=== design 1 ===
**src/rtl/mmio_lcd_ctrl.sv**
```systemverilog
// rtl/mmio_lcd_ctrl.sv - Memory-mapped HD44780-style character-LCD controller
//
// The CPU pushes data or command bytes into a write FIFO. An FSM pops each
// entry and drives the RS, data and E waveforms with programmable setup,
// pulse, hold and gap timing. Both 8-bit and 4-bit buses are supported. In
// 4-bit mode a byte goes out as the high nibble and then the low nibble.
//
// Ports:
//   clk, rst_n     clock, asynchronous active-low reset
//   sel            peripheral select (address decoded upstream)
//   addr[3:0]      byte offset; only addr[3:2] is decoded
//   wdata[31:0]    write data
//   wenable[3:0]   byte strobes; a write occurs when sel && wenable[0]
//   rdata[31:0]    read data, combinational from addr[3:2]
//   lcd_data       LCD data bus (DATA_W bits)
//   lcd_rs         register select (1 = data, 0 = command)
//   lcd_enable     LCD E strobe
//   busy           FIFO non-empty or transfer/gap in progress
//
// Register map (addr[3:2]):
//   0 DATA   write: push {rs=1, wdata[7:0]}
//   1 CMD    write: push {rs=0, wdata[7:0]}
//   2 STATUS read : bit0 busy, bit1 full, bit2 empty, bit3 overflow,
//                   bits[15:8] FIFO level
//   3 CTRL   write: bit0 flush FIFO, bit1 clear overflow
//
// Optional macro LCD_SIM_PRINT_EN: a simulation-only block that echoes each
// completed data byte (rs=1) with $write. It does not affect any port.

module mmio_lcd_ctrl #(
    parameter int DATA_W     = 8,
    parameter int FIFO_DEPTH = 8,
    parameter int SETUP_CYC  = 2,
    parameter int PULSE_CYC  = 4,
    parameter int HOLD_CYC   = 2,
    parameter int GAP_CYC    = 16,
    parameter int LONG_CYC   = 64
) (
    input  logic              clk,
    input  logic              rst_n,
    input  logic              sel,
    input  logic [3:0]        addr,
    input  logic [31:0]       wdata,
    input  logic [3:0]        wenable,
    output logic [31:0]       rdata,
    output logic [DATA_W-1:0] lcd_data,
    output logic              lcd_rs,
    output logic              lcd_enable,
    output logic              busy
);

    localparam int PTR_W = (FIFO_DEPTH > 1) ? $clog2(FIFO_DEPTH) : 1;
    localparam int LVL_W = $clog2(FIFO_DEPTH + 1);
    localparam int CNT_W = 16;

    typedef enum logic [2:0] {
        ST_IDLE  = 3'd0,
        ST_SETUP = 3'd1,
        ST_PULSE = 3'd2,
        ST_HOLD  = 3'd3,
        ST_GAP   = 3'd4
    } state_t;

    // ------------------------------------------------------------------
    // Register decode
    // ------------------------------------------------------------------
    logic [1:0] reg_sel;
    logic       wr_en;
    logic       push_req;
    logic       push_rs;
    logic       ctrl_wr;
    logic       flush;
    logic       ovf_clr;

    assign reg_sel  = addr[3:2];
    assign wr_en    = sel && wenable[0];
    assign push_req = wr_en && ((reg_sel == 2'd0) || (reg_sel == 2'd1));
    assign push_rs  = (reg_sel == 2'd0);
    assign ctrl_wr  = wr_en && (reg_sel == 2'd3);
    assign flush    = ctrl_wr && wdata[0];
    assign ovf_clr  = ctrl_wr && wdata[1];

    logic unused_bits;
    assign unused_bits = ^{wdata[31:8], wenable[3:1], addr[1:0]};

    // ------------------------------------------------------------------
    // Write FIFO
    // ------------------------------------------------------------------
    logic [8:0]       mem [FIFO_DEPTH];
    logic [PTR_W-1:0] wr_ptr_q, wr_ptr_d;
    logic [PTR_W-1:0] rd_ptr_q, rd_ptr_d;
    logic [LVL_W-1:0] level_q, level_d;
    logic             ovf_q, ovf_d;
    logic             fifo_empty;
    logic             fifo_full;
    logic             pop;
    logic             push_ok;
    logic             push_drop;
    logic [8:0]       fifo_rdata;

    state_t state_q, state_d;

    assign fifo_empty = (level_q == '0);
    assign fifo_full  = (level_q == LVL_W'(FIFO_DEPTH));
    assign fifo_rdata = mem[rd_ptr_q];

    // A flush suppresses the pop so the flushed entries are never sent.
    assign pop       = (state_q == ST_IDLE) && !fifo_empty && !flush;
    // A same-cycle pop frees a slot, so a push into a full FIFO is accepted.
    assign push_ok   = push_req && !flush && (!fifo_full || pop);
    assign push_drop = push_req && !flush && fifo_full && !pop;

    always_comb begin
        wr_ptr_d = wr_ptr_q;
        rd_ptr_d = rd_ptr_q;
        level_d  = level_q;
        ovf_d    = ovf_q;
        if (flush) begin
            wr_ptr_d = '0;
            rd_ptr_d = '0;
            level_d  = '0;
        end else begin
            if (push_ok) begin
                wr_ptr_d = wr_ptr_q + 1'b1;
            end
            if (pop) begin
                rd_ptr_d = rd_ptr_q + 1'b1;
            end
            case ({push_ok, pop})
                2'b10:   level_d = level_q + 1'b1;
                2'b01:   level_d = level_q - 1'b1;
                default: level_d = level_q;
            endcase
        end
        if (ovf_clr) begin
            ovf_d = 1'b0;
        end else if (push_drop) begin
            ovf_d = 1'b1;
        end
    end

    always_ff @(posedge clk or negedge rst_n) begin
        if (!rst_n) begin
            wr_ptr_q <= '0;
            rd_ptr_q <= '0;
            level_q  <= '0;
            ovf_q    <= 1'b0;
        end else begin
            wr_ptr_q <= wr_ptr_d;
            rd_ptr_q <= rd_ptr_d;
            level_q  <= level_d;
            ovf_q    <= ovf_d;
        end
    end

    // The storage array needs no reset; the level counter qualifies it.
    always_ff @(posedge clk) begin
        if (push_ok) begin
            mem[wr_ptr_q] <= {push_rs, wdata[7:0]};
        end
    end

    // ------------------------------------------------------------------
    // LCD waveform FSM
    // ------------------------------------------------------------------
    logic [CNT_W-1:0]  cnt_q, cnt_d;
    logic [8:0]        cur_q, cur_d;
    logic              nib_q, nib_d;
    logic [DATA_W-1:0] data_q, data_d;
    logic              rs_q, rs_d;
    logic              en_q, en_d;
    logic              busy_q, busy_d;
    logic [DATA_W-1:0] first_word;
    logic [DATA_W-1:0] low_word;
    logic              is_long;
    logic [CNT_W-1:0]  gap_len;

    generate
        if (DATA_W == 4) begin : g_nibble
            assign first_word = fifo_rdata[7:4];
            assign low_word   = cur_q[3:0];
        end else begin : g_byte
            assign first_word = fifo_rdata[7:0];
            assign low_word   = cur_q[7:0];
        end
    endgenerate

    // Clear and home need the long execution time on the LCD side.
    assign is_long = !cur_q[8] && ((cur_q[7:0] == 8'h01) || (cur_q[7:0] == 8'h02));
    assign gap_len = is_long ? CNT_W'(LONG_CYC) : CNT_W'(GAP_CYC);

    always_comb begin
        state_d = state_q;
        cnt_d   = cnt_q;
        cur_d   = cur_q;
        nib_d   = nib_q;
        data_d  = data_q;
        rs_d    = rs_q;
        en_d    = 1'b0;
        case (state_q)
            ST_IDLE: begin
                if (pop) begin
                    cur_d   = fifo_rdata;
                    rs_d    = fifo_rdata[8];
                    data_d  = first_word;
                    nib_d   = 1'b0;
                    cnt_d   = CNT_W'(SETUP_CYC - 1);
                    state_d = ST_SETUP;
                end
            end
            ST_SETUP: begin
                if (cnt_q == '0) begin
                    en_d    = 1'b1;
                    cnt_d   = CNT_W'(PULSE_CYC - 1);
                    state_d = ST_PULSE;
                end else begin
                    cnt_d = cnt_q - 1'b1;
                end
            end
            ST_PULSE: begin
                en_d = 1'b1;
                if (cnt_q == '0) begin
                    en_d    = 1'b0;
                    cnt_d   = CNT_W'(HOLD_CYC - 1);
                    state_d = ST_HOLD;
                end else begin
                    cnt_d = cnt_q - 1'b1;
                end
            end
            ST_HOLD: begin
                if (cnt_q == '0) begin
                    if ((DATA_W == 4) && !nib_q) begin
                        // Second nibble goes straight out with no gap.
                        nib_d   = 1'b1;
                        data_d  = low_word;
                        cnt_d   = CNT_W'(SETUP_CYC - 1);
                        state_d = ST_SETUP;
                    end else if (gap_len == '0) begin
                        state_d = ST_IDLE;
                    end else begin
                        cnt_d   = gap_len - 1'b1;
                        state_d = ST_GAP;
                    end
                end else begin
                    cnt_d = cnt_q - 1'b1;
                end
            end
            ST_GAP: begin
                if (cnt_q == '0) begin
                    state_d = ST_IDLE;
                end else begin
                    cnt_d = cnt_q - 1'b1;
                end
            end
            default: begin
                state_d = ST_IDLE;
            end
        endcase
        busy_d = (state_d != ST_IDLE) || (level_d != '0);
    end

    always_ff @(posedge clk or negedge rst_n) begin
        if (!rst_n) begin
            state_q <= ST_IDLE;
            cnt_q   <= '0;
            cur_q   <= '0;
            nib_q   <= 1'b0;
            data_q  <= '0;
            rs_q    <= 1'b0;
            en_q    <= 1'b0;
            busy_q  <= 1'b0;
        end else begin
            state_q <= state_d;
            cnt_q   <= cnt_d;
            cur_q   <= cur_d;
            nib_q   <= nib_d;
            data_q  <= data_d;
            rs_q    <= rs_d;
            en_q    <= en_d;
            busy_q  <= busy_d;
        end
    end

    assign lcd_data   = data_q;
    assign lcd_rs     = rs_q;
    assign lcd_enable = en_q;
    assign busy       = busy_q;

    // ------------------------------------------------------------------
    // Read mux
    // ------------------------------------------------------------------
    always_comb begin
        rdata = '0;
        if (reg_sel == 2'd2) begin
            rdata = {16'h0000, 8'(level_q), 4'h0, ovf_q, fifo_empty, fifo_full, busy_q};
        end
    end

`ifdef LCD_SIM_PRINT_EN
    // Echo a data byte when the E pulse that completes it falls.
    always @(posedge clk) begin
        if (rst_n && (state_q == ST_PULSE) && (state_d == ST_HOLD) && cur_q[8] &&
            ((DATA_W != 4) || nib_q)) begin
            $write("%c", cur_q[7:0]);
        end
    end
`else
`endif

endmodule

```
**config.mk**
```make
export PLATFORM = sky130hd
export DESIGN_NAME = mmio_lcd_ctrl
export DESIGN_NICKNAME = d
export VERILOG_FILES = /design/src/rtl/mmio_lcd_ctrl.sv
export SDC_FILE = /design/constraint.sdc
export NUM_CORES = 1
export LEC_CHECK = 0
export ABC_AREA = 1
export CORE_MARGIN = 5
export CORE_UTILIZATION = 50
export CTS_CLUSTER_SIZE = 24
export DETAILED_ROUTE_END_ITERATION = 10
export PLACE_DENSITY = 0.75
export SLEW_MARGIN = 20
export SYNTH_ARGS = -nofsm -noshare
export SYNTH_HDL_FRONTEND = slang
export SYNTH_SLANG_ARGS = --single-unit
```
**constraint.sdc**
```tcl
create_clock -name clk -period 3.3 [get_ports clk]
set_input_delay 0.825 -clock clk [delete_from_list [all_inputs] [get_ports clk]]
set_output_delay 0.825 -clock clk [all_outputs]
set_load 0.02 [all_outputs]
```
Fig. 1: design 1, clock nets
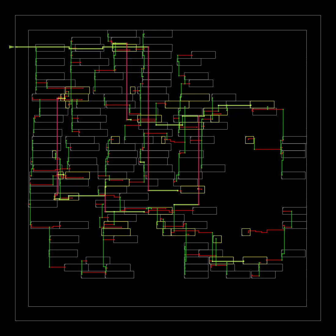
Skew-Pair Late Insertion Delay: 0.41 ns
Final Skew: 0.00778 ns

==> flow_summary.ini <==
; yosys + openroad results
[outcome]
status = completed

[pwr]
p_sw_frac = 0.407
power.clock.fraction = 0.269
intPower_w = 0.00382
ir_drop_mv = 0.553
power.density_nw_per_um2 = 951

[finish]
layoutNonFillerInstCount = 853
flop-count = 113
signal_buffers = 51
clkCellAreaFrac = 0.0843
largest-register = mem
lay_top_cells = nand2_1, nor2_1, edfxtp_1
comb_area_sq_um = 2150
seq_area_sq_um = 3190

[global_routing]
grt_util_met3 = 0.0530
grt_antenna_before_repair = 0
grt_pass1_vias = 4205

[worst_setup_path]
worstPathRequired_ns = 2.47

[yosys]
avgSynthCellArea_sq_um = 8.91
yosys.area.top_type_share = 0.376
synth.area.mux_share = 0

[die]
dieArea_sq_um = 13700

[routing]
routedWlPerCell_um = 14.6

[clock_tree]
clock_sinks = 113
cts_tree = yes

[final_timing]
period_used_share = 0.957
Fig. 2: design 1, pin map
Drawn at 3 px/um. Pins as bars across the die edge, other pins in grey.
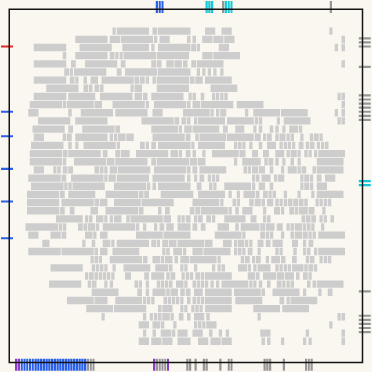
- cyan: lcd_data (pins 8; direction output; edge 6 top, 2 right)
- purple: addr (pins 4; direction input; edge bottom)
- red: clk (pins 1; direction input; edge left)
- blue: wdata (pins 32; direction input; edge 24 bottom, 5 left, 3 top)
- all pins by edge: 50 bottom, 19 right, 11 top, 6 left

## power groups by stage
| stage | Clock, W | Combinational, W | Sequential, W |
|---|---|---|---|
| after floorplan | 0 | 0.00198 | 0.00201 |
| after global placement | 0 | 0.00257 | 0.00205 |
| after detailed placement | 0 | 0.00266 | 0.00206 |
| after CTS | 0.00176 | 0.00267 | 0.00204 |
| after global routing | 0.00185 | 0.00304 | 0.00207 |
| final | 0.00174 | 0.00268 | 0.00204 |
## repair_timing
item	in CTS	in global routing
setup endpoints to repair	0	1
resized	0	1
endpoints found under the hold margin	0	0
hold buffers	0	0

=== design 2 ===
Fig. 3: design 2, pin map
Drawn at 2 px/um. Pins as bars across the die edge, other pins in grey.
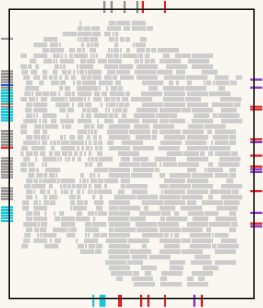
Fig. 4: design 2, signal wires by layer
Drawn at 2 px/um.
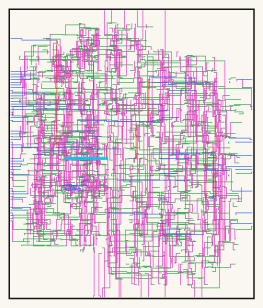
## src/rtl/vga_pixel_fetch.sv

```systemverilog
// Pixel fetch stage behind the VGA timing generator. Prefetches 16-bit
// framebuffer words over a single-outstanding req/ack port into a small
// FIFO and emits one RGB332 pixel per visible clock (high byte first).
module vga_pixel_fetch #(
    parameter int FIFO_DEPTH = 8,
    parameter int ADDR_W     = 20
) (
    input  logic              i_clk,
    input  logic              i_reset,
    input  logic              i_visible,
    input  logic              i_hSync,
    input  logic              i_vSync,
    input  logic              i_inth,
    input  logic              i_intv,
    input  logic [ADDR_W-1:0] i_fbBase,
    output logic              o_memReq,
    output logic [ADDR_W-1:0] o_memAddr,
    input  logic              i_memAck,
    input  logic [15:0]       i_memData,
    output logic [7:0]        o_pixel,
    output logic              o_de,
    output logic              o_hSync,
    output logic              o_vSync,
    output logic              o_underrun
);

    localparam int PTR_W = $clog2(FIFO_DEPTH);

    localparam logic [1:0] ST_IDLE  = 2'd0;
    localparam logic [1:0] ST_REQ   = 2'd1;
    localparam logic [1:0] ST_DRAIN = 2'd2;

    localparam logic [PTR_W:0]    CNT_FULL = FIFO_DEPTH[PTR_W:0];
    localparam logic [PTR_W:0]    CNT_ONE  = {{PTR_W{1'b0}}, 1'b1};
    localparam logic [PTR_W-1:0]  PTR_ONE  = {{(PTR_W-1){1'b0}}, 1'b1};
    localparam logic [ADDR_W-1:0] ADDR_ONE = {{(ADDR_W-1){1'b0}}, 1'b1};

    logic [15:0]       fifo_mem_q [FIFO_DEPTH];
    logic [PTR_W-1:0]  wr_ptr_q, wr_ptr_d;
    logic [PTR_W-1:0]  rd_ptr_q, rd_ptr_d;
    logic [PTR_W:0]    count_q, count_d;
    logic              phase_q, phase_d;
    logic [1:0]        state_q, state_d;
    logic [ADDR_W-1:0] addr_cnt_q, addr_cnt_d;
    logic [ADDR_W-1:0] mem_addr_q, mem_addr_d;
    logic              mem_req_q, mem_req_d;
    logic [7:0]        pixel_q, pixel_d;
    logic              de_q, hsync_q, vsync_q;
    logic              underrun_q, underrun_d;

    logic              fifo_empty;
    logic              fifo_wr;
    logic              fifo_pop;
    logic [15:0]       head_word;

    assign fifo_empty = (count_q == '0);
    assign head_word  = fifo_mem_q[rd_ptr_q];

    // Pixel selection from the head word; a word is popped after its low byte.
    always_comb begin
        pixel_d    = 8'h00;
        fifo_pop   = 1'b0;
        phase_d    = phase_q;
        underrun_d = underrun_q;
        if (i_visible) begin
            if (fifo_empty) begin
                underrun_d = 1'b1;
            end else begin
                pixel_d  = phase_q ? head_word[7:0] : head_word[15:8];
                fifo_pop = phase_q;
            end
            phase_d = ~phase_q;
        end
        // Every line starts on a high byte, whatever the previous line did.
        if (i_inth || i_intv) begin
            phase_d = 1'b0;
        end
    end

    // Fetch FSM: one request at a time; a restart mid-request drains the ack.
    always_comb begin
        state_d    = state_q;
        mem_req_d  = mem_req_q;
        mem_addr_d = mem_addr_q;
        addr_cnt_d = addr_cnt_q;
        fifo_wr    = 1'b0;
        case (state_q)
            ST_IDLE: begin
                if (count_q != CNT_FULL && !i_intv) begin
                    mem_req_d  = 1'b1;
                    mem_addr_d = addr_cnt_q;
                    state_d    = ST_REQ;
                end
            end
            ST_REQ: begin
                if (i_memAck) begin
                    // An ack coinciding with a restart is simply dropped.
                    mem_req_d = 1'b0;
                    state_d   = ST_IDLE;
                    if (!i_intv) begin
                        fifo_wr    = 1'b1;
                        addr_cnt_d = addr_cnt_q + ADDR_ONE;
                    end
                end else if (i_intv) begin
                    state_d = ST_DRAIN;
                end
            end
            ST_DRAIN: begin
                if (i_memAck) begin
                    mem_req_d = 1'b0;
                    state_d   = ST_IDLE;
                end
            end
            default: begin
                mem_req_d = 1'b0;
                state_d   = ST_IDLE;
            end
        endcase
        if (i_intv) begin
            addr_cnt_d = i_fbBase;
        end
    end

    // FIFO pointer and occupancy bookkeeping; a restart flushes everything.
    always_comb begin
        wr_ptr_d = wr_ptr_q;
        rd_ptr_d = rd_ptr_q;
        count_d  = count_q;
        if (i_intv) begin
            wr_ptr_d = '0;
            rd_ptr_d = '0;
            count_d  = '0;
        end else begin
            if (fifo_wr) begin
                wr_ptr_d = wr_ptr_q + PTR_ONE;
            end
            if (fifo_pop) begin
                rd_ptr_d = rd_ptr_q + PTR_ONE;
            end
            if (fifo_wr && !fifo_pop) begin
                count_d = count_q + CNT_ONE;
            end else if (!fifo_wr && fifo_pop) begin
                count_d = count_q - CNT_ONE;
            end
        end
    end

    // FIFO storage, no reset so it maps onto plain RAM.
    always_ff @(posedge i_clk) begin
        if (fifo_wr) begin
            fifo_mem_q[wr_ptr_q] <= i_memData;
        end
    end

    // State and output registers.
    always_ff @(posedge i_clk) begin
        if (i_reset) begin
            wr_ptr_q   <= '0;
            rd_ptr_q   <= '0;
            count_q    <= '0;
            phase_q    <= 1'b0;
            state_q    <= ST_IDLE;
            addr_cnt_q <= '0;
            mem_addr_q <= '0;
            mem_req_q  <= 1'b0;
            pixel_q    <= 8'h00;
            de_q       <= 1'b0;
            hsync_q    <= 1'b0;
            vsync_q    <= 1'b0;
            underrun_q <= 1'b0;
        end else begin
            wr_ptr_q   <= wr_ptr_d;
            rd_ptr_q   <= rd_ptr_d;
            count_q    <= count_d;
            phase_q    <= phase_d;
            state_q    <= state_d;
            addr_cnt_q <= addr_cnt_d;
            mem_addr_q <= mem_addr_d;
            mem_req_q  <= mem_req_d;
            pixel_q    <= pixel_d;
            de_q       <= i_visible;
            hsync_q    <= i_hSync;
            vsync_q    <= i_vSync;
            underrun_q <= underrun_d;
        end
    end

    assign o_memReq   = mem_req_q;
    assign o_memAddr  = mem_addr_q;
    assign o_pixel    = pixel_q;
    assign o_de       = de_q;
    assign o_hSync    = hsync_q;
    assign o_vSync    = vsync_q;
    assign o_underrun = underrun_q;

endmodule

```

## config.mk

```make
export PLATFORM = sky130hd
export DESIGN_NAME = vga_pixel_fetch
export DESIGN_NICKNAME = d
export VERILOG_FILES = /design/src/rtl/vga_pixel_fetch.sv
export SDC_FILE = /design/constraint.sdc
export NUM_CORES = 1
export LEC_CHECK = 0
export CORE_ASPECT_RATIO = 1.2
export CORE_MARGIN = 5
export CORE_UTILIZATION = 53
export CTS_BUF_LIST = sky130_fd_sc_hd__clkbuf_4 sky130_fd_sc_hd__clkbuf_8
export DETAILED_ROUTE_END_ITERATION = 6
export PLACE_DENSITY = 0.75
export SLEW_MARGIN = 15
export SYNTH_ARGS = -nofsm -noshare
export SYNTH_HDL_FRONTEND = slang
export SYNTH_SLANG_ARGS = --single-unit
```

## constraint.sdc

```tcl
create_clock -name i_clk -period 2.99 [get_ports i_clk]
set_input_delay 0.598 -clock i_clk [delete_from_list [all_inputs] [get_ports i_clk]]
set_output_delay 0.598 -clock i_clk [all_outputs]
set_load 0.01 [all_outputs]
```

==> flow_summary.ini <==
; yosys + openroad results
[outcome]
status = completed

[clock_tree]
cts_tree = yes
post_cts.repair.setup_buffers = 0
path_clk_slew_ns = 0.10

[final_timing]
rsz0062_at_grt = false
setup_ws_ns = 0.315
tightest_slew_ns = 0.573
max-slew-margin-rel = 0.615

[die]
floorplan.core_util = 0.534

[pwr]
p_sw_frac = 0.224
clock_power_w = 0.00170

[worst_setup_path]
worstSetupStartpointType = flip-flop

[yosys]
yosys.area.top_type_share = 0.485
largest_area_cell = edfxtp_1
synthXorXnorAreaFrac = 0.0199
synthAoiAreaFrac = 0.0532

[placed_design]
post-place-ws_ns = 0.211

[routing]
route.met3.wl_um = 897

[global_routing]
grt_antenna_before_repair = 1
Notes on Fig. 3 above:
- red: i_memData (pins 16; direction input; edge 7 right, 6 bottom, 2 top, 1 left)
- purple: o_pixel (pins 8; direction output; edge 7 right, 1 bottom)
- cyan: o_memAddr (pins 20; direction output; edge 16 left, 4 bottom)
- blue: i_hSync (pins 1; direction input; edge left)
- all pins by edge: 46 left, 14 right, 11 bottom, 6 top
die extent in y: 144 um
chip width: 122 um
Buffers on Ports: 76

Notes on Fig. 4 above:
- red: met4 (wire length 279 um)
- magenta: met2 (wire length 8650 um)
- green: met1 (wire length 6660 um)
- cyan: met5 (wire length 20.2 um)
- blue: met3 (wire length 898 um)
WL/cell: 19.4 um
Total GRT Usage: 0.200
final wirelength: 16500 um
via count: 4887

## worst paths after layout
kind,startpoint,endpoint,slack [ns],cells past startpoint
max,count_q[0],count_q[3],0.31,10
min,i_reset,o_underrun,0.43,2
max reg2reg,count_q[0],count_q[3],0.31,10
min reg2reg,o_underrun,o_underrun,0.49,2
## cell type report
cell class | instances | area (sq um) | share of cell area
clock buffer | 19 | 255 | 0.0271
timing repair buffer | 100 | 936 | 0.0993
tap | 204 | 255 | 0.0271
clock inverter | 13 | 148 | 0.0157
multi-input combinational | 307 | 2560 | 0.272
inverter | 11 | 41.3 | 0.00438
sequential | 197 | 5230 | 0.554

=== design 3 ===
Fig. 5: design 3, signal wires by layer
Drawn at 1.5 px/um.
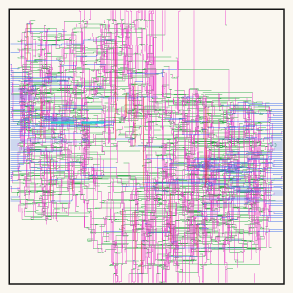
Fig. 6: design 3, local utilization
Drawn at 2 px/um. 18 x 18 tiles, from black (low) to pale yellow (high), 0 to 100% covered.
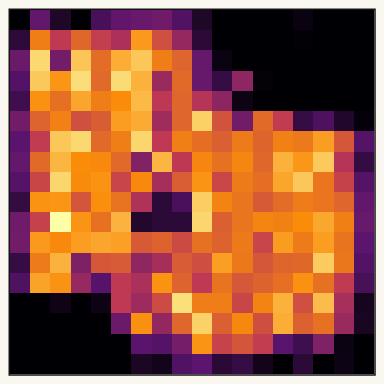
Fig. 7: design 3, pin map
Drawn at 2 px/um. Pins as bars across the die edge, other pins in grey.
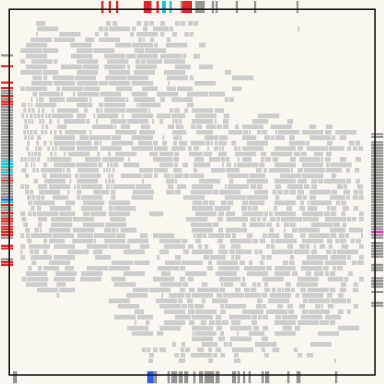
**src/rtl/store_buffer.sv**
```systemverilog
// Store buffer: formats SB/SH/SW into data-memory byte lanes, queues them and drains via req/ack.
// Optional macro STBUF_MERGE_EN coalesces same-word stores into the youngest non-head entry.
`ifndef ALUOP_BUS
`define ALUOP_BUS 7:0
`endif
`ifndef REG_BUS
`define REG_BUS 31:0
`endif
`ifndef DATA_WE_BUS
`define DATA_WE_BUS 3:0
`endif
`ifndef DATA_BUS
`define DATA_BUS 31:0
`endif
`ifndef MINIMIPS32_SB
`define MINIMIPS32_SB 8'h98
`endif
`ifndef MINIMIPS32_SH
`define MINIMIPS32_SH 8'h99
`endif
`ifndef MINIMIPS32_SW
`define MINIMIPS32_SW 8'h9A
`endif

module store_buffer #(
    parameter int unsigned DEPTH = 4,
    parameter int unsigned PTR_W = 2
) (
    input  logic                cpu_clk_50M,
    input  logic                cpu_rst_n,
    input  logic                st_req_i,
    input  logic [`ALUOP_BUS]   st_aluop_i,
    input  logic [31:0]         st_addr_i,
    input  logic [`REG_BUS]     st_data_i,
    output logic                st_stall_o,
    output logic                st_misalign_o,
    input  logic                ld_req_i,
    input  logic [31:0]         ld_addr_i,
    output logic                ld_hazard_o,
    output logic                dm_req_o,
    input  logic                dm_ack_i,
    output logic [31:0]         dm_addr_o,
    output logic [`DATA_WE_BUS] dm_we_o,
    output logic [`DATA_BUS]    dm_din_o,
    output logic                empty_o
);
    localparam logic [PTR_W:0] CntFull = (PTR_W + 1)'(DEPTH);

    logic [29:0]      addr_q [DEPTH];
    logic [3:0]       we_q   [DEPTH];
    logic [31:0]      din_q  [DEPTH];
    logic [DEPTH-1:0] valid_q;
    logic [PTR_W-1:0] head_q, tail_q;
    logic [PTR_W:0]   count_q, count_d;
    logic             misalign_q;

    logic        is_sb, is_sh, is_sw, legal, misalign;
    logic [3:0]  fmt_we;
    logic [31:0] fmt_din;
    logic        full, empty, mergeable, accept, push, deq, hit;
    logic        unused_ld_lo;

    assign unused_ld_lo = ^ld_addr_i[1:0];

    assign is_sb    = (st_aluop_i == `MINIMIPS32_SB);
    assign is_sh    = (st_aluop_i == `MINIMIPS32_SH);
    assign is_sw    = (st_aluop_i == `MINIMIPS32_SW);
    assign legal    = is_sb | is_sh | is_sw;
    assign misalign = (is_sh & st_addr_i[0]) | (is_sw & (st_addr_i[1:0] != 2'b00));

    // Lane 3 (bits 31:24) is the lowest byte address, matching the load extraction order.
    always_comb begin
        fmt_we  = 4'b0000;
        fmt_din = 32'h0;
        if (is_sw) begin
            fmt_we  = 4'b1111;
            fmt_din = {st_data_i[7:0], st_data_i[15:8], st_data_i[23:16], st_data_i[31:24]};
        end else if (is_sh) begin
            fmt_we  = st_addr_i[1] ? 4'b0011 : 4'b1100;
            fmt_din = {2{st_data_i[7:0], st_data_i[15:8]}};
        end else if (is_sb) begin
            case (st_addr_i[1:0])
                2'd0:    fmt_we = 4'b1000;
                2'd1:    fmt_we = 4'b0100;
                2'd2:    fmt_we = 4'b0010;
                default: fmt_we = 4'b0001;
            endcase
            fmt_din = {4{st_data_i[7:0]}};
        end
    end

    assign full  = (count_q == CntFull);
    assign empty = (count_q == '0);

`ifdef STBUF_MERGE_EN
    logic [PTR_W-1:0] last_idx;
    logic [31:0]      merge_din;

    assign last_idx  = tail_q - PTR_W'(1);
    // count>=2 keeps the merge target away from the head that may be in flight to memory.
    assign mergeable = st_req_i && legal && !misalign && (count_q >= (PTR_W + 1)'(2)) &&
                       (addr_q[last_idx] == st_addr_i[31:2]);

    always_comb begin
        merge_din = din_q[last_idx];
        for (int i = 0; i < 4; i++) begin
            if (fmt_we[i]) merge_din[8*i +: 8] = fmt_din[8*i +: 8];
        end
    end
`else
    assign mergeable = 1'b0;
`endif

    assign accept = st_req_i && legal && !misalign && (!full || mergeable);
    assign push   = accept && !mergeable;
    assign deq    = !empty && dm_ack_i;

    assign st_stall_o    = st_req_i && full && !misalign && !mergeable;
    assign st_misalign_o = misalign_q;

    always_comb begin
        hit = 1'b0;
        for (int i = 0; i < DEPTH; i++) begin
            if (valid_q[i] && (addr_q[i] == ld_addr_i[31:2])) hit = 1'b1;
        end
        if (accept && (st_addr_i[31:2] == ld_addr_i[31:2])) hit = 1'b1;
    end

    assign ld_hazard_o = ld_req_i && hit;

    assign empty_o   = empty;
    assign dm_req_o  = !empty;
    assign dm_addr_o = empty ? 32'h0 : {addr_q[head_q], 2'b00};
    assign dm_we_o   = empty ? 4'h0 : we_q[head_q];
    assign dm_din_o  = empty ? 32'h0 : din_q[head_q];

    always_comb begin
        count_d = count_q;
        if (push && !deq) begin
            count_d = count_q + 1'b1;
        end else if (!push && deq) begin
            count_d = count_q - 1'b1;
        end
    end

    always_ff @(posedge cpu_clk_50M) begin
        if (!cpu_rst_n) begin
            head_q     <= '0;
            tail_q     <= '0;
            count_q    <= '0;
            valid_q    <= '0;
            misalign_q <= 1'b0;
        end else begin
            misalign_q <= st_req_i && misalign;
            count_q    <= count_d;
            if (deq) begin
                head_q          <= head_q + 1'b1;
                valid_q[head_q] <= 1'b0;
            end
            if (push) begin
                tail_q          <= tail_q + 1'b1;
                valid_q[tail_q] <= 1'b1;
            end
        end
    end

    // Payload needs no reset: valid_q and count_q gate every use of it.
    always_ff @(posedge cpu_clk_50M) begin
        if (push) begin
            addr_q[tail_q] <= st_addr_i[31:2];
            we_q[tail_q]   <= fmt_we;
            din_q[tail_q]  <= fmt_din;
        end
`ifdef STBUF_MERGE_EN
        else if (accept) begin
            we_q[last_idx]  <= we_q[last_idx] | fmt_we;
            din_q[last_idx] <= merge_din;
        end
`endif
    end

endmodule
```
**config.mk**
```make
export PLATFORM = sky130hd
export DESIGN_NAME = store_buffer
export DESIGN_NICKNAME = d
export VERILOG_FILES = /design/src/rtl/store_buffer.sv
export SDC_FILE = /design/constraint.sdc
export NUM_CORES = 1
export LEC_CHECK = 0
export CORE_MARGIN = 5
export CORE_UTILIZATION = 44
export CTS_BUF_LIST = sky130_fd_sc_hd__clkbuf_8
export DETAILED_ROUTE_END_ITERATION = 16
export DONT_BUFFER_PORTS = 1
export PLACE_DENSITY = 0.72
export SLEW_MARGIN = 5
export SYNTH_ARGS = -nofsm -noshare
export SYNTH_HDL_FRONTEND = slang
export SYNTH_SLANG_ARGS = --single-unit
```
**constraint.sdc**
```tcl
create_clock -name cpu_clk_50M -period 3.6 [get_ports cpu_clk_50M]
set_clock_uncertainty 0.1 [all_clocks]
set_input_delay 0.54 -clock cpu_clk_50M [delete_from_list [all_inputs] [get_ports cpu_clk_50M]]
set_output_delay 0.54 -clock cpu_clk_50M [all_outputs]
set_load 0.1 [all_outputs]
```
==> flow_summary.ini <==
; yosys + openroad results
[final_timing]
drv_slew = 0
rsz0062_at_grt = false
hold_slack_ns = 0.0275

[placed_design]
portBuffers = 0
place_congestion = 0.879

[yosys]
ff_type = edfxtp_1
post_synth_inst_count = 856
async_reset_ff_frac = 0
yosys.area.top_type_share = 0.608

[finish]
fillers = 2485
largest-register = din_q
flop-count = 278
largest_register_ffs = 128
seq_area_frac = 0.540
comb_share = 0.299
layout_top_cell = edfxtp_1
comb_area_sq_um = 4550
n_antenna_cell = 1

[pwr]
p_switching_w = 0.00727
intPower_w = 0.00659
pwr-share-seq = 0.265

[global_routing]
busiest_layer = met2
grt_max_degree = 54
grt_util_met3 = 0.0696
grt_pass1_wl_um = 49700

[clock_tree]
cts_buffers = 46

[outcome]
status = completed

[worst_setup_path]
worstPathRequired_ns = 2.96
critical-path-max-stage-delay_ns = 0.41
cp.arrival_ns = 2.62
Notes on Fig. 5 above:
- cyan: met5 (wire length 27.6 um)
- red: met4 (wire length 515 um)
- green: met1 (wire length 13000 um)
- blue: met3 (wire length 3490 um)
- magenta: met2 (wire length 16300 um)
Total GRT Usage: 0.198
final wirelength: 33300 um
via count: 7624
WL/cell: 24.0 um

Notes on Fig. 6 above:
- nearly empty tiles: 19%
- mean over tiles: 44%
- tiles over 75% full: 19%
- emptiest ninth of the die: top right
fin util: 0.516
Core ar.: 29500 sq um
initial cell density of the core: 0.442

Notes on Fig. 7 above:
- red: dm_din_o (pins 32; direction output; edge 19 left, 13 top)
- cyan: st_aluop_i (pins 8; direction input; edge 5 left, 3 top)
- blue: dm_we_o (pins 4; direction output; edge 3 bottom, 1 left)
- magenta: ld_req_i (pins 1; direction input; edge right)
- all pins by edge: 64 left, 54 right, 37 bottom, 27 top

[stage by stage]
stage,std cells,util
floorplan,857,-
global placement,1270,0.478
detailed placement,1270,0.478
CTS,1384,0.516
global route,1385,0.516
finish,1385,0.516
[worst paths after layout]
check,to,slack [ns],cells past startpoint,startpoint
worst max-delay path,ld_hazard_o,0.34,6,addr_q[0][23]
worst min-delay path,flip-flop,0.03,1,cpu_rst_n
worst max register to register,count_q[2],0.92,8,count_q[2]
worst min register to register,flip-flop,0.42,2,head_q[1]


==> notes/layouts.md <==
Pictures saved along the way, in no particular order.

Cell classes on the final placement.
panel A
Drawn at 2 px/um.
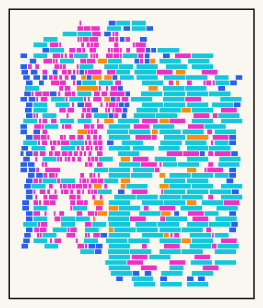
panel B
Drawn at 2 px/um.
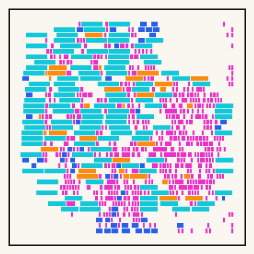
panel C
Drawn at 1.5 px/um.
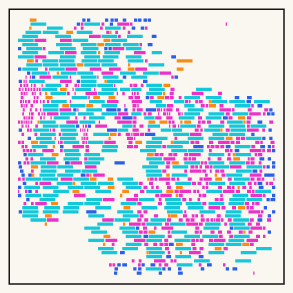
panel C -> design 3
panel B -> design 1
panel A -> design 2
The one with the most cells is panel C.
The one with the largest die is panel C.

Key to panel B:
- cyan: flip-flops (cells 113)
- orange: clock drivers and dummy loads (cells 32)
- magenta: all other logic (cells 514)
- blue: other buffers and delay cells (cells 51)

Power and IR drop assume default switching activity.
